=== rsa_engine_arbiter ===
rsa_engine_arbiter, nets reached from selected ports:
Drawn at 1 px/um.
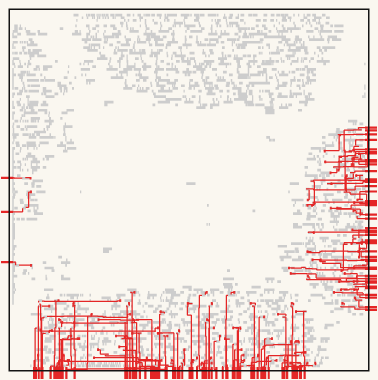
rsa_engine_arbiter, cell outlines without signal wires:
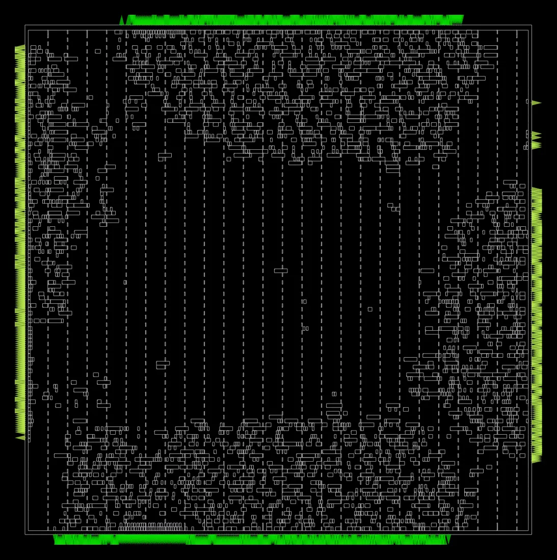
==> src/rtl/rsa_pkg.sv <==
// Shared types and defaults for the RSA engine arbiter.
// Holds the FSM state encoding, requester tags and key/modulus defaults.
package rsa_pkg;

  typedef enum logic [1:0] {
    S_IDLE,
    S_START,
    S_BUSY,
    S_DELIVER
  } state_t;

  localparam logic TAG_ENC = 1'b0;
  localparam logic TAG_DEC = 1'b1;

  localparam int unsigned DEF_E_KEY   = 17;
  localparam int unsigned DEF_D_KEY   = 157;
  localparam int unsigned DEF_N_MOD   = 2773;
  localparam int unsigned DEF_TIMEOUT = 1000000;

  function automatic logic [1:0] tag_onehot(
    input logic t
  );
    return t ? 2'b10 : 2'b01;
  endfunction

endpackage

==> src/rtl/rr_arbiter2.sv <==
// Two-way round-robin grant; ptr names the requester favoured
// when both ask at once.
module rr_arbiter2 (
  input  logic [1:0] req,
  input  logic       ptr,
  output logic [1:0] gnt
);

  always_comb begin
    gnt = 2'b00;
    unique case (1'b1)
      (req == 2'b11): gnt = ptr ? 2'b10 : 2'b01;
      (req == 2'b01): gnt = 2'b01;
      (req == 2'b10): gnt = 2'b10;
      default:        gnt = 2'b00;
    endcase
  end

endmodule

==> src/rtl/rsa_engine_arbiter.sv <==
// Shares one modexp engine between encrypt (0) and decrypt (1) paths.
// Optional BUSY watchdog enabled by defining RSA_ARB_TIMEOUT_EN.
module rsa_engine_arbiter
  import rsa_pkg::*;
#(
  parameter int unsigned      WIDTH          = 128,
  parameter logic [WIDTH-1:0] E_KEY          = WIDTH'(DEF_E_KEY),
  parameter logic [WIDTH-1:0] D_KEY          = WIDTH'(DEF_D_KEY),
  parameter logic [WIDTH-1:0] N_MOD          = WIDTH'(DEF_N_MOD),
  parameter int unsigned      TIMEOUT_CYCLES = DEF_TIMEOUT
) (
  input  logic             clock,
  input  logic             reset,
  input  logic [1:0]       req_valid,
  input  logic [WIDTH-1:0] req_data0,
  input  logic [WIDTH-1:0] req_data1,
  output logic [1:0]       req_ready,
  output logic [1:0]       res_valid,
  output logic [WIDTH-1:0] res_data,
  output logic             res_err,
  output logic             busy,
  output logic             eng_start,
  output logic [WIDTH-1:0] eng_message,
  output logic [WIDTH-1:0] eng_key,
  output logic [WIDTH-1:0] eng_n,
  input  logic [WIDTH-1:0] eng_c,
  input  logic             eng_done
);

  state_t           state;
  logic             prio;
  logic             tag;
  logic [1:0]       gnt;
  logic             g;
  logic             accept;
  logic [WIDTH-1:0] msg;
  logic             range_err;
  logic             timeout;

  rr_arbiter2 u_arb (
    .req (req_valid),
    .ptr (prio),
    .gnt (gnt)
  );

  assign req_ready = (state == S_IDLE && !reset) ? gnt : 2'b00;
  assign g         = gnt[1];
  assign accept    = |(req_valid & req_ready);
  assign msg       = (g == TAG_ENC) ? req_data0 : req_data1;
  assign range_err = msg >= N_MOD;
  assign eng_n     = N_MOD;
  assign busy      = state != S_IDLE;

`ifdef RSA_ARB_TIMEOUT_EN
  logic [31:0] wdog_cnt;

  always_ff @(posedge clock or posedge reset) begin
    if (reset) begin
      wdog_cnt <= '0;
    end else if (state == S_IDLE && accept) begin
      wdog_cnt <= '0;
    end else if (state == S_BUSY) begin
      wdog_cnt <= wdog_cnt + 32'd1;
    end
  end

  // fires on the TIMEOUT_CYCLES-th BUSY cycle without done
  assign timeout = (state == S_BUSY) &&
                   (wdog_cnt >= 32'(TIMEOUT_CYCLES - 1));
`else
  assign timeout = 1'b0;
`endif

  always_ff @(posedge clock or posedge reset) begin
    if (reset) begin
      state       <= S_IDLE;
      prio        <= 1'b0;
      tag         <= 1'b0;
      res_valid   <= 2'b00;
      res_data    <= '0;
      res_err     <= 1'b0;
      eng_start   <= 1'b0;
      eng_message <= '0;
      eng_key     <= '0;
    end else begin
      eng_start <= 1'b0;
      res_valid <= 2'b00;
      unique case (state)
        S_IDLE: begin
          if (accept) begin
            eng_message <= msg;
            eng_key     <= (g == TAG_DEC) ? D_KEY : E_KEY;
            tag         <= g;
            if (range_err) begin
              state     <= S_DELIVER;
              res_valid <= tag_onehot(g);
              res_data  <= '0;
              res_err   <= 1'b1;
            end else begin
              state     <= S_START;
              eng_start <= 1'b1;
            end
          end
        end
        S_START: state <= S_BUSY;
        S_BUSY: begin
          if (eng_done) begin
            state     <= S_DELIVER;
            res_valid <= tag_onehot(tag);
            res_data  <= eng_c;
            res_err   <= 1'b0;
          end else if (timeout) begin
            state     <= S_DELIVER;
            res_valid <= tag_onehot(tag);
            res_data  <= '0;
            res_err   <= 1'b1;
          end
        end
        S_DELIVER: begin
          prio  <= ~tag;
          state <= S_IDLE;
        end
        default: state <= S_IDLE;
      endcase
    end
  end

endmodule

==> config.mk <==
export PLATFORM = sky130hd
export DESIGN_NAME = rsa_engine_arbiter
export DESIGN_NICKNAME = d
export VERILOG_FILES = /design/src/rtl/rsa_pkg.sv /design/src/rtl/rr_arbiter2.sv /design/src/rtl/rsa_engine_arbiter.sv
export SDC_FILE = /design/constraint.sdc
export NUM_CORES = 1
export LEC_CHECK = 0
export ABC_AREA = 1
export CAP_MARGIN = 20
export CORE_AREA = 2 2 356 358
export DETAILED_ROUTE_END_ITERATION = 10
export DIE_AREA = 0 0 358 360
export GPL_TIMING_DRIVEN = 1
export HOLD_SLACK_MARGIN = 0.12
export PLACE_DENSITY = 0.34
export SYNTH_ARGS = -nofsm -noshare
export SYNTH_HDL_FRONTEND = slang
export SYNTH_SLANG_ARGS = --single-unit
==> constraint.sdc <==
create_clock -name clock -period 10.71 [get_ports clock]
set_clock_uncertainty 0.1 [all_clocks]
set_input_delay 2.142 -clock clock [delete_from_list [all_inputs] [get_ports clock]]
set_output_delay 2.142 -clock clock [all_outputs]
set_load 0.1 [all_outputs]
==> summary.txt <==
Worst hold path startpoint - res_data[80]$_DFFE_PP0P_
RSZ-0062 raised after global routing - no
Layer with the highest usage - met2
Hold depth - 2
Die area - 129,000 sq um
P_leak - 12.4 nW
Mux area share - 0.130%
Synth async-reset ratio - 100%
Clk Latency, worst-skew pair - 570 ps
Max-slew violations - 0
Run status - complete, no violations
RR Startpoint - prio$_DFFE_PP0N_
Cycle use final - 66.6%
Tot GR Track Use - 11.5%
Syn Inst Count - 2,186
Detailed router's first-iteration violation count - 738
Final Net Count - 3,181
Worst rel slew slack - 22.8%
## Picture notes: 'nets reached from selected ports' of rsa_engine_arbiter
colour	port	direction	edge	end cells	wire
red	`req_data0`	input	80 bottom, 45 right, 3 left	128	5,870 um

## Picture notes: 'cell outlines without signal wires' of rsa_engine_arbiter
Fill cells: 14,200
Core Rows: 130

## flip-flops by register name, summed over array words and instances, names as in the netlist
register     cells
res_data       128
state            2
eng_start        1
eng_message    128
res_err          1
res_valid        2
eng_key          2
prio             1
## report_power, final
part           switching [mW]  internal [mW]
logic                    4.31           1.06
registers               0.226           1.37
clock network           0.540          0.802
## layout make-up
class	count	area, sq um
Clock inverter	10	118
Sequential cell	265	6630
Timing Repair Buffer	679	6750
Inverter	310	1170
Antenna cell	5	12.5
Multi-Input combinational cell	1494	6160
Clock buffer	59	1170
Tap cell	1650	2060
Fill cell	14200	101000

=== video_stream_arbiter ===
video_stream_arbiter, met2 routing:
Drawn at 6 px/um.
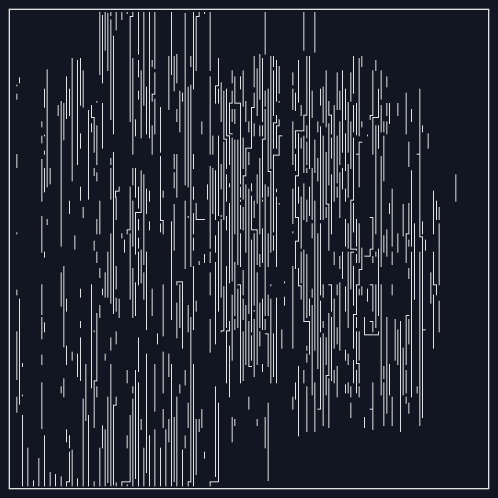
### src/rtl/video_stream_arbiter_pkg.sv
// rtl/video_stream_arbiter_pkg.sv - shared encodings for the video stream arbiter
//
// Purpose: arbiter FSM state encoding, packet header codes, source-selection
// mode encodings and the small decode/selection helpers used by the top.
// Ports: none (package).

package video_stream_arbiter_pkg;

    // Arbiter states. CTRL_GAP is the window between a control packet and
    // the video packet of the same frame; the source stays locked there.
    typedef enum logic [2:0] {
        ST_IDLE     = 3'd0,
        ST_CTRL     = 3'd1,
        ST_CTRL_GAP = 3'd2,
        ST_VIDEO    = 3'd3,
        ST_USER     = 3'd4
    } state_t;

    // Packet type, decoded from data[3:0] on a start-of-packet beat.
    typedef enum logic [1:0] {
        PKT_CTRL  = 2'd0,
        PKT_VIDEO = 2'd1,
        PKT_USER  = 2'd2
    } pkt_t;

    localparam logic [3:0] HDR_CTRL  = 4'hF;
    localparam logic [3:0] HDR_VIDEO = 4'h0;

    // Source-selection modes presented on the mode input.
    localparam logic [1:0] MODE_SRC0 = 2'd0;  // source 0 only
    localparam logic [1:0] MODE_SRC1 = 2'd1;  // source 1 only
    localparam logic [1:0] MODE_ALT  = 2'd2;  // alternate per frame
    localparam logic [1:0] MODE_HOLD = 2'd3;  // stay with last frame source

    function automatic pkt_t decode_pkt(input logic [3:0] hdr);
        pkt_t t;
        if (hdr == HDR_CTRL) begin
            t = PKT_CTRL;
        end else if (hdr == HDR_VIDEO) begin
            t = PKT_VIDEO;
        end else begin
            t = PKT_USER;
        end
        return t;
    endfunction

    // Source to offer the next frame to, given the mode and the source that
    // delivered the previous frame.
    function automatic logic next_candidate(input logic [1:0] mode, input logic last_src);
        logic cand;
        case (mode)
            MODE_SRC0: cand = 1'b0;
            MODE_SRC1: cand = 1'b1;
            MODE_ALT:  cand = ~last_src;
            default:   cand = last_src;
        endcase
        return cand;
    endfunction

endpackage

### src/rtl/video_stream_arbiter.sv
// rtl/video_stream_arbiter.sv - frame-aware 2:1 arbiter for ready-latency-1 video streams
//
// Purpose: merges two packetised video sources onto one sink without ever
// interleaving packets inside a frame. A frame is a control packet (header
// 15), optional user packets, and a video packet (header 0); the source is
// locked from the first sop until the video eop. The next source is chosen
// at frame end from mode; in alternate mode an IDLE timeout skips a silent
// candidate.
//
// Ports:
//   clk, rst                 sole clock, asynchronous active-high reset
//   din0_* / din1_*          source streams: valid, data, sop, eop, empty in;
//                            ready out (ready latency 1)
//   dout_*                   sink stream: ready in; valid, data, sop, eop,
//                            empty out (combinational from the owning source)
//   mode                     0 src0 only, 1 src1 only, 2 alternate, 3 hold
//   cur_src                  locked source outside IDLE, candidate in IDLE
//   frame_done               one-cycle pulse the cycle after a frame's video eop

module video_stream_arbiter
    import video_stream_arbiter_pkg::*;
#(
    parameter int DATA_WIDTH   = 24,
    parameter int IDLE_TIMEOUT = 4096
) (
    input  logic                  clk,
    input  logic                  rst,

    input  logic                  din0_valid,
    input  logic [DATA_WIDTH-1:0] din0_data,
    input  logic                  din0_sop,
    input  logic                  din0_eop,
    input  logic [1:0]            din0_empty,
    output logic                  din0_ready,

    input  logic                  din1_valid,
    input  logic [DATA_WIDTH-1:0] din1_data,
    input  logic                  din1_sop,
    input  logic                  din1_eop,
    input  logic [1:0]            din1_empty,
    output logic                  din1_ready,

    input  logic                  dout_ready,
    output logic                  dout_valid,
    output logic [DATA_WIDTH-1:0] dout_data,
    output logic                  dout_sop,
    output logic                  dout_eop,
    output logic [1:0]            dout_empty,

    input  logic [1:0]            mode,
    output logic                  cur_src,
    output logic                  frame_done
);

    localparam int CNT_W = (IDLE_TIMEOUT > 2) ? $clog2(IDLE_TIMEOUT) : 1;
    localparam logic [CNT_W-1:0] CNT_MAX = CNT_W'(IDLE_TIMEOUT - 1);

    state_t            state_q, state_d;
    logic              owner_q, owner_d;          // source given ready last cycle
    logic              grant_q, grant_d;          // that source really had ready
    logic              lock_src_q, lock_src_d;
    logic              last_src_q, last_src_d;    // source of the last full frame
    logic              cand_q, cand_d;
    logic              fresh_q, fresh_d;          // first cycle out of reset
    logic              user_ret_idle_q, user_ret_idle_d;
    logic              frame_done_q, frame_done_d;
    logic [CNT_W-1:0]  idle_cnt_q, idle_cnt_d;

    logic                  sel_valid;
    logic [DATA_WIDTH-1:0] sel_data;
    logic                  sel_sop;
    logic                  sel_eop;
    logic [1:0]            sel_empty;

    logic  beat;
    logic  drop;
    logic  frame_end;
    logic  cand_base;
    logic  target;
    pkt_t  beat_type;

    // Datapath: 2:1 mux on the registered owner, zero latency.
    always_comb begin
        if (owner_q) begin
            sel_valid = din1_valid;
            sel_data  = din1_data;
            sel_sop   = din1_sop;
            sel_eop   = din1_eop;
            sel_empty = din1_empty;
        end else begin
            sel_valid = din0_valid;
            sel_data  = din0_data;
            sel_sop   = din0_sop;
            sel_eop   = din0_eop;
            sel_empty = din0_empty;
        end
    end

    // Gating with grant_q discards anything a source presents without having
    // been given ready, e.g. the first cycle after reset.
    assign beat      = grant_q & sel_valid;
    assign beat_type = decode_pkt(sel_data[3:0]);

    // Out of reset the candidate is derived from mode directly; afterwards it
    // is the registered value computed at frame end.
    assign cand_base = fresh_q ? next_candidate(mode, last_src_q) : cand_q;

    always_comb begin
        state_d         = state_q;
        lock_src_d      = lock_src_q;
        last_src_d      = last_src_q;
        user_ret_idle_d = user_ret_idle_q;
        frame_end       = 1'b0;
        drop            = 1'b0;

        if (beat) begin
            case (state_q)
                ST_IDLE: begin
                    if (sel_sop) begin
                        lock_src_d = owner_q;
                        case (beat_type)
                            PKT_CTRL:  state_d = sel_eop ? ST_CTRL_GAP : ST_CTRL;
                            PKT_VIDEO: begin
                                if (sel_eop) begin
                                    state_d   = ST_IDLE;
                                    frame_end = 1'b1;
                                end else begin
                                    state_d = ST_VIDEO;
                                end
                            end
                            default: begin
                                // Stray user packet outside a frame: forward
                                // it, then fall back to IDLE with no pulse.
                                state_d         = sel_eop ? ST_IDLE : ST_USER;
                                user_ret_idle_d = 1'b1;
                            end
                        endcase
                    end else begin
                        // Tail of a packet we never saw start (e.g. after reset).
                        drop = 1'b1;
                    end
                end
                ST_CTRL: begin
                    if (sel_eop) state_d = ST_CTRL_GAP;
                end
                ST_CTRL_GAP: begin
                    if (sel_sop) begin
                        case (beat_type)
                            PKT_CTRL:  state_d = sel_eop ? ST_CTRL_GAP : ST_CTRL;
                            PKT_VIDEO: begin
                                if (sel_eop) begin
                                    state_d   = ST_IDLE;
                                    frame_end = 1'b1;
                                end else begin
                                    state_d = ST_VIDEO;
                                end
                            end
                            default: begin
                                state_d         = sel_eop ? ST_CTRL_GAP : ST_USER;
                                user_ret_idle_d = 1'b0;
                            end
                        endcase
                    end
                end
                ST_VIDEO: begin
                    if (sel_eop) begin
                        state_d   = ST_IDLE;
                        frame_end = 1'b1;
                    end
                end
                ST_USER: begin
                    if (sel_eop) state_d = user_ret_idle_q ? ST_IDLE : ST_CTRL_GAP;
                end
                default: state_d = ST_IDLE;
            endcase
        end

        if (frame_end) last_src_d = lock_src_d;
    end

    // Candidate selection and IDLE timeout.
    always_comb begin
        cand_d     = cand_base;
        fresh_d    = 1'b0;
        idle_cnt_d = idle_cnt_q;

        if (frame_end) cand_d = next_candidate(mode, lock_src_d);

        if (beat || (state_q != ST_IDLE && state_d == ST_IDLE)) begin
            idle_cnt_d = '0;
        end else if (state_q == ST_IDLE && dout_ready) begin
            if (idle_cnt_q == CNT_MAX) begin
                // Only alternate mode may skip a silent candidate; other
                // modes just sit at the limit.
                if (mode == MODE_ALT) begin
                    cand_d     = ~cand_base;
                    idle_cnt_d = '0;
                end
            end else begin
                idle_cnt_d = idle_cnt_q + CNT_W'(1);
            end
        end
    end

    // Target looks at the next state so that on a frame-ending beat the
    // released source already loses ready in that same cycle.
    assign target = (state_d == ST_IDLE) ? cand_d : lock_src_d;

    always_comb begin
        owner_d      = dout_ready ? target : owner_q;
        grant_d      = dout_ready;
        frame_done_d = frame_end;
    end

    assign din0_ready = ~rst & dout_ready & (target == 1'b0);
    assign din1_ready = ~rst & dout_ready & (target == 1'b1);

    assign dout_valid = ~rst & beat & ~drop;
    assign dout_data  = sel_data;
    assign dout_sop   = sel_sop;
    assign dout_eop   = sel_eop;
    assign dout_empty = sel_empty;

    assign cur_src    = (state_q == ST_IDLE) ? cand_base : lock_src_q;
    assign frame_done = frame_done_q;

    always_ff @(posedge clk or posedge rst) begin
        if (rst) begin
            state_q         <= ST_IDLE;
            owner_q         <= 1'b0;
            grant_q         <= 1'b0;
            lock_src_q      <= 1'b0;
            last_src_q      <= 1'b1;
            cand_q          <= 1'b0;
            fresh_q         <= 1'b1;
            user_ret_idle_q <= 1'b0;
            frame_done_q    <= 1'b0;
            idle_cnt_q      <= '0;
        end else begin
            state_q         <= state_d;
            owner_q         <= owner_d;
            grant_q         <= grant_d;
            lock_src_q      <= lock_src_d;
            last_src_q      <= last_src_d;
            cand_q          <= cand_d;
            fresh_q         <= fresh_d;
            user_ret_idle_q <= user_ret_idle_d;
            frame_done_q    <= frame_done_d;
            idle_cnt_q      <= idle_cnt_d;
        end
    end

endmodule

### config.mk
export PLATFORM = sky130hd
export DESIGN_NAME = video_stream_arbiter
export DESIGN_NICKNAME = d
export VERILOG_FILES = /design/src/rtl/video_stream_arbiter_pkg.sv /design/src/rtl/video_stream_arbiter.sv
export SDC_FILE = /design/constraint.sdc
export NUM_CORES = 1
export LEC_CHECK = 0
export CAP_MARGIN = 20
export CORE_MARGIN = 5
export CORE_UTILIZATION = 42
export DETAILED_ROUTE_END_ITERATION = 10
export GPL_ROUTABILITY_DRIVEN = 0
export PLACE_DENSITY_LB_ADDON = 0.05
export SYNTH_ARGS = -nofsm -noshare
export SYNTH_HDL_FRONTEND = slang
export SYNTH_SLANG_ARGS = --single-unit
### constraint.sdc
create_clock -name clk -period 2.6 [get_ports clk]
set_clock_uncertainty 0.15 [all_clocks]
set_input_delay 0.52 -clock clk [delete_from_list [all_inputs] [get_ports clk]]
set_output_delay 0.52 -clock clk [all_outputs]
set_load 0.02 [all_outputs]
==> summary.txt <==
Flops after synth - 23
Arr. time, crit path - 2350 ps
CTS Sinks - 23
Tool warning count - 28
Seq pwr share - 17.4%
Main flop type - dfrtp_1
CP max stage delay - 350 ps
Htree depth - 1
Grt ovf - 0
CP Depth - 9
Failing checks - setup timing
Max-slew violations - 0
Ao+oa area frac - 22.4%
Setup ws final - -422 ps
Minimum hold slack - 351 ps
Hold/Removal Path Class - flip-flop to flip-flop
Placed inst area - 3500 sq um
TritonCTS buffer count - 3
Post-CTS setup buffer count - 10
Worst Path Max Fanout - 4
Signal buf overhead - 41.2%
Worst reg-to-reg setup slack - 200 ps
Core Rows - 25
Die width - 79.6 um
Grt met3 use - 5.76%
Fin cells - 451
Yosys top cell by instances - mux2_2
Io pins - 96
DP Wirelength - 5.55 mm
Combinational share of cell area - 38.8%
Final setup violating endpoints - 24
Fp util - 43.1%
Critical path capture point - din1_ready
Run status - complete, but fails checks
Routed Antenna Nets - 0
Biggest consumer - combinational logic
Tot GR Track Use - 23.2%
CP bufs+invs - 3
Dpl ws - -1130 ps
Sink of the worst hold path - last_src_q$_DFFE_PP1P_
Register area - 579 sq um
Most frequent cells after synthesis - 27 x mux2_2, 21 x dfrtp_1, 18 x nor2_1
Worst Setup Path Type - primary input to primary output
Final worst path period need - 3020 ps
CTS tree - built
Detailed router's first-iteration violation count - 80
Crit-path cells - dlygate4sd2_1 > nor4_4 > buf_4 > mux2i_2 > a221oi_2 > o221a_4 > nand2_2 > o21ai_2 > buf_6
Syn Inst Count - 217
Met1 global-route usage - 27.3%
Worst reg2reg path depth - 8
CLK BUF - 4
Most frequent cells in the layout - 78 x buf_4, 75 x clkdlybuf4s50_1, 26 x mux2_2, 20 x dfrtp_1, 18 x nor2_1
Max FFs per register - 12
Comb group - 2.00 mW
About 'met2 routing' of video_stream_arbiter:
longest straight run	30.3 um
nets with wire on the layer	406
main direction	vertical
share of all routed wire	51%
wire length on this layer	3,730 um
Vias: 2,402
total wire length: 7.32 mm
GR Util met2: 41.7%

==> metrics by stage <==
stage / TNS [ps] / utilization [%] / total power [mW]
detailed placement: -3820 / 74.0 / 2.25
global placement: -3630 / 74.0 / 2.23
global route: -4160 / 79.0 / 2.84
floorplan: 0 / - / 1.50
finish: -2520 / 79.0 / 2.70
CTS: -2520 / 78.0 / 2.63
==> kinds of logic (layout without fill, tap and decap cells) <==
family,after synthesis,in the layout
adders and majority gates,1,1
and+or+nand+nor,81,81
buffers and inverters,19,186
DFF,23,23
xor gates and xnor gates,3,3
other,1,1
AOI/OAI and AO/OA,59,59
muxes,30,30

=== run_controller ===
Run_controller, met2 routing:
Drawn at 4 px/um.
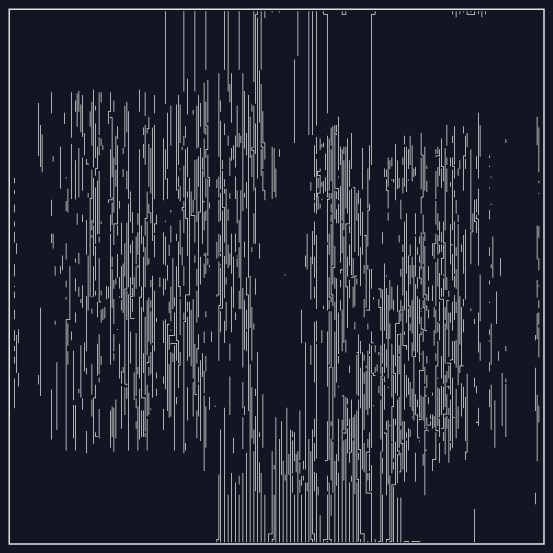
## config.mk

```make
export PLATFORM = sky130hd
export DESIGN_NAME = run_controller
export DESIGN_NICKNAME = d
export VERILOG_FILES = /design/src/rtl/run_ctrl_pkg.sv /design/src/rtl/bp_match_unit.sv /design/src/rtl/run_controller.sv
export SDC_FILE = /design/constraint.sdc
export NUM_CORES = 1
export LEC_CHECK = 0
export CAP_MARGIN = 20
export CORE_MARGIN = 10
export CORE_UTILIZATION = 45
export DETAILED_ROUTE_END_ITERATION = 12
export GPL_ROUTABILITY_DRIVEN = 0
export PLACE_DENSITY = 0.88
export SYNTH_ARGS = -nofsm -noshare
export SYNTH_HDL_FRONTEND = slang
export SYNTH_HIERARCHICAL = 1
export SYNTH_SLANG_ARGS = --single-unit
export TNS_END_PERCENT = 5
```

## constraint.sdc

```tcl
create_clock -name clk -period 3.9 [get_ports clk]
set_input_delay 0.975 -clock clk [delete_from_list [all_inputs] [get_ports clk]]
set_output_delay 0.975 -clock clk [all_outputs]
set_load 0.02 [all_outputs]
```

## src/rtl/run_ctrl_pkg.sv

```systemverilog
// Shared definitions for the run/halt/step/dump sequencer: controller states,
// host command opcodes, halt cause codes and the EBREAK encoding.
package run_ctrl_pkg;

  typedef enum logic [1:0] {
    ST_HALT = 2'd0,
    ST_RUN  = 2'd1,
    ST_STEP = 2'd2,
    ST_DUMP = 2'd3
  } state_t;

  localparam logic [2:0] CMD_NOP   = 3'd0;
  localparam logic [2:0] CMD_RUN   = 3'd1;
  localparam logic [2:0] CMD_HALT  = 3'd2;
  localparam logic [2:0] CMD_STEP  = 3'd3;
  localparam logic [2:0] CMD_DUMP  = 3'd4;
  localparam logic [2:0] CMD_SETBP = 3'd5;
  localparam logic [2:0] CMD_CLRBP = 3'd6;

  localparam logic [2:0] CAUSE_RESET  = 3'd0;
  localparam logic [2:0] CAUSE_HOST   = 3'd1;
  localparam logic [2:0] CAUSE_STEP   = 3'd2;
  localparam logic [2:0] CAUSE_BP     = 3'd3;
  localparam logic [2:0] CAUSE_EBREAK = 3'd4;

  localparam logic [31:0] EBREAK_INSN = 32'h00100073;

  // Highest register index streamed by a dump.
  localparam logic [4:0] LAST_REG = 5'd31;

  // Cause reported when a RUN-state halt condition fires; a breakpoint
  // outranks an EBREAK at the same PC.
  function automatic logic [2:0] stop_cause(input logic bp_hit);
    return bp_hit ? CAUSE_BP : CAUSE_EBREAK;
  endfunction

endpackage

```

## src/rtl/bp_match_unit.sv

```systemverilog
// PC breakpoint slots: each slot holds a valid bit and a word address.
// hit is the OR of all valid slots whose address equals the current PC word.
module bp_match_unit #(
  parameter int BP_COUNT = 2
) (
  input  logic        clk,
  input  logic        reset,
  input  logic        set_en,
  input  logic        clr_en,
  input  logic [1:0]  slot,
  input  logic [29:0] set_addr,
  input  logic [29:0] pc_word,
  output logic        hit
);

  logic [BP_COUNT-1:0]        slot_vld;
  logic [BP_COUNT-1:0][29:0]  slot_addr;

  // Slot update; a slot index beyond BP_COUNT-1 selects nothing and is dropped.
  always_ff @(posedge clk or posedge reset) begin
    if (reset) begin
      slot_vld  <= '0;
      slot_addr <= '0;
    end else begin
      for (int i = 0; i < BP_COUNT; i++) begin
        if (set_en && (slot == 2'(i))) begin
          slot_vld[i]  <= 1'b1;
          slot_addr[i] <= set_addr;
        end else if (clr_en && (slot == 2'(i))) begin
          slot_vld[i] <= 1'b0;
        end
      end
    end
  end

  // Live match of every valid slot against the datapath PC.
  always_comb begin
    hit = 1'b0;
    for (int i = 0; i < BP_COUNT; i++) begin
      hit = hit | (slot_vld[i] && (slot_addr[i] == pc_word));
    end
  end

endmodule

```

## src/rtl/run_controller.sv

```systemverilog
// Run/halt/step/dump sequencer for the single-cycle RISC-V datapath.
// core_en gates PC, RegWrite and MemWrite; while it is low the architectural
// state is frozen. The core stops on host HALT, a PC breakpoint or EBREAK,
// and DUMP streams x0..x31 out through the datapath debug read port.
module run_controller
  import run_ctrl_pkg::*;
#(
  parameter int BP_COUNT  = 2,
  parameter bit RESET_RUN = 1'b0
) (
  input  logic        clk,
  input  logic        reset,
  input  logic        cmd_valid,
  output logic        cmd_ready,
  input  logic [2:0]  cmd_op,
  input  logic [31:0] cmd_data,
  input  logic [31:0] PC,
  input  logic [31:0] Instr,
  output logic        core_en,
  output logic [4:0]  dbg_sel,
  input  logic [31:0] dbg_data,
  output logic        dump_valid,
  input  logic        dump_ready,
  output logic [4:0]  dump_idx,
  output logic [31:0] dump_data,
  output logic        halted,
  output logic [2:0]  halt_cause,
  output logic [31:0] retired
);

  state_t      state, state_nxt;
  logic        skip, skip_nxt;
  logic [2:0]  cause_nxt;
  logic [4:0]  sel_nxt;
  logic        cmd_acc;
  logic        bp_hit;
  logic        ebreak_hit;
  logic        halt_cond;
  logic        pc_unused;

  // PC byte-offset bits never take part in breakpoint matching.
  assign pc_unused = ^PC[1:0];

  // Host commands are only taken while the core is idle or free-running.
  assign cmd_ready = (state == ST_HALT) || (state == ST_RUN);
  assign cmd_acc   = cmd_valid && cmd_ready;

  bp_match_unit #(.BP_COUNT(BP_COUNT)) u_bp (
    .clk      (clk),
    .reset    (reset),
    .set_en   (cmd_acc && (cmd_op == CMD_SETBP)),
    .clr_en   (cmd_acc && (cmd_op == CMD_CLRBP)),
    .slot     (cmd_data[1:0]),
    .set_addr (cmd_data[31:2]),
    .pc_word  (PC[31:2]),
    .hit      (bp_hit)
  );

  assign ebreak_hit = (Instr == EBREAK_INSN);

  // skip masks the checks for the first RUN cycle so that resuming from a
  // breakpoint or EBREAK executes the stopping instruction once.
  assign halt_cond = (state == ST_RUN) && !skip && (bp_hit || ebreak_hit);

  // Next-state, commit enable and debug-select sequencing.
  always_comb begin
    state_nxt = state;
    skip_nxt  = skip;
    cause_nxt = halt_cause;
    sel_nxt   = dbg_sel;
    core_en   = 1'b0;
    case (state)
      ST_HALT: begin
        if (cmd_acc) begin
          case (cmd_op)
            CMD_RUN: begin
              state_nxt = ST_RUN;
              skip_nxt  = 1'b1;
            end
            CMD_STEP: state_nxt = ST_STEP;
            CMD_DUMP: begin
              state_nxt = ST_DUMP;
              sel_nxt   = 5'd0;
            end
            default: ;
          endcase
        end
      end
      ST_RUN: begin
        skip_nxt = 1'b0;
        if (halt_cond) begin
          // The stopping instruction does not commit, even with a host HALT pending.
          state_nxt = ST_HALT;
          cause_nxt = stop_cause(bp_hit);
        end else begin
          core_en = 1'b1;
          if (cmd_acc && (cmd_op == CMD_HALT)) begin
            state_nxt = ST_HALT;
            cause_nxt = CAUSE_HOST;
          end
        end
      end
      ST_STEP: begin
        core_en   = 1'b1;
        state_nxt = ST_HALT;
        cause_nxt = CAUSE_STEP;
      end
      ST_DUMP: begin
        if (dump_ready) begin
          if (dbg_sel == LAST_REG) begin
            state_nxt = ST_HALT;
            sel_nxt   = 5'd0;
          end else begin
            sel_nxt = dbg_sel + 5'd1;
          end
        end
      end
      default: state_nxt = ST_HALT;
    endcase
  end

  // Controller state; reset aborts any step or dump in progress.
  always_ff @(posedge clk or posedge reset) begin
    if (reset) begin
      state      <= RESET_RUN ? ST_RUN : ST_HALT;
      skip       <= 1'b0;
      halt_cause <= CAUSE_RESET;
      dbg_sel    <= 5'd0;
    end else begin
      state      <= state_nxt;
      skip       <= skip_nxt;
      halt_cause <= cause_nxt;
      dbg_sel    <= sel_nxt;
    end
  end

  // Retired-cycle counter, free-wrapping at 2^32.
  always_ff @(posedge clk or posedge reset) begin
    if (reset) begin
      retired <= 32'd0;
    end else if (core_en) begin
      retired <= retired + 32'd1;
    end
  end

  assign halted     = (state == ST_HALT);
  assign dump_valid = (state == ST_DUMP);
  assign dump_idx   = dbg_sel;
  assign dump_data  = dbg_data;

endmodule

```

==> summary.txt <==
Design Area, Final - 7820 sq um
Hold depth - 1
CP Launch Point - PC[2]
Main flop type - dfrtp_1
Max-slew violations - 0
DP Wirelength - 12.3 mm
Grt met3 use - 5.38%
Combinational share of cell area - 36.8%
Worst VDD drop - 0.386 mV
Run status - complete, no violations
Signal buf overhead - 22.4%
IO buf count - 149
F_max - 263 MHz
Combinational Gates - 340
Diodes inserted - 1
Final Net Count - 804
Seq pwr share - 41.3%
Yosys top cell by instances - dfrtp_1
Top area cell types - dfrtp_1 45%, mux2_2 11%, xnor2_1 7.0%
Startpoint class of the critical path - primary input
CP Capture Type - primary output
Placed inst area - 7350 sq um
Most frequent logic cell in the layout - clkdlybuf4s50_1
Met1 global-route usage - 18.3%
Post-cts repair resize count - 52
About 'met2 routing' of run_controller:
longest straight run	47.4 um
nets with wire on the layer	728
wire length on this layer	8,480 um
total wire length: 15.9 mm
GR Util met2: 32.5%
Vias: 4,456

==> cells by family (layout without fill, tap and decap cells) <==
logic type	count (synthesis)	in the layout	synth area share [%]
XOR/XNOR	89	89	13.5
adder cells (fa/ha/maj)	8	8	1.73
buffers and inverters	63	220	7.64
AND/OR/NAND/NOR	149	149	15.5
flip-flops	105	105	45.5
AND-OR/OR-AND	30	30	3.61
multiplexers	64	64	12.6
other	0	1	0
==> state kept, by name, summed over array words and instances, names as in the netlist <==
name	flops
u_bp/slot_vld	2
state	2
dbg_sel	5
retired	32
u_bp/slot_addr	60
skip	1
halt_cause	3


==> screenshots <==
Signal wires by layer.
(a)
Drawn at 1 px/um. Two of the layers only.
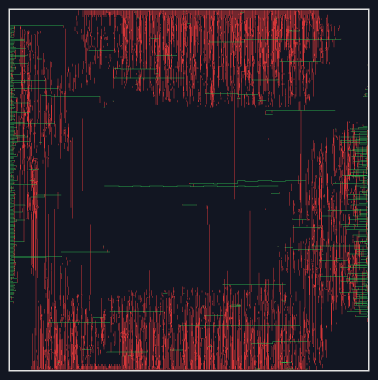
(b)
Drawn at 2 px/um. Two of the layers only.
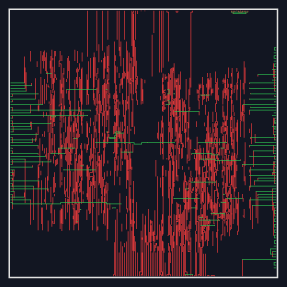
(c)
Drawn at 3 px/um. Two of the layers only.
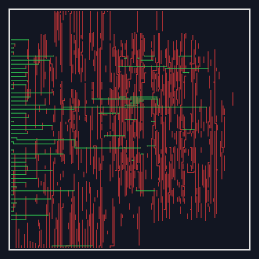
- (b) = run_controller
- (a) = rsa_engine_arbiter
- (c) = video_stream_arbiter
The one with the largest die is (a).
The one with the least wire is (c).

Power figures rest on the tool's default switching activity, not on a simulated workload.
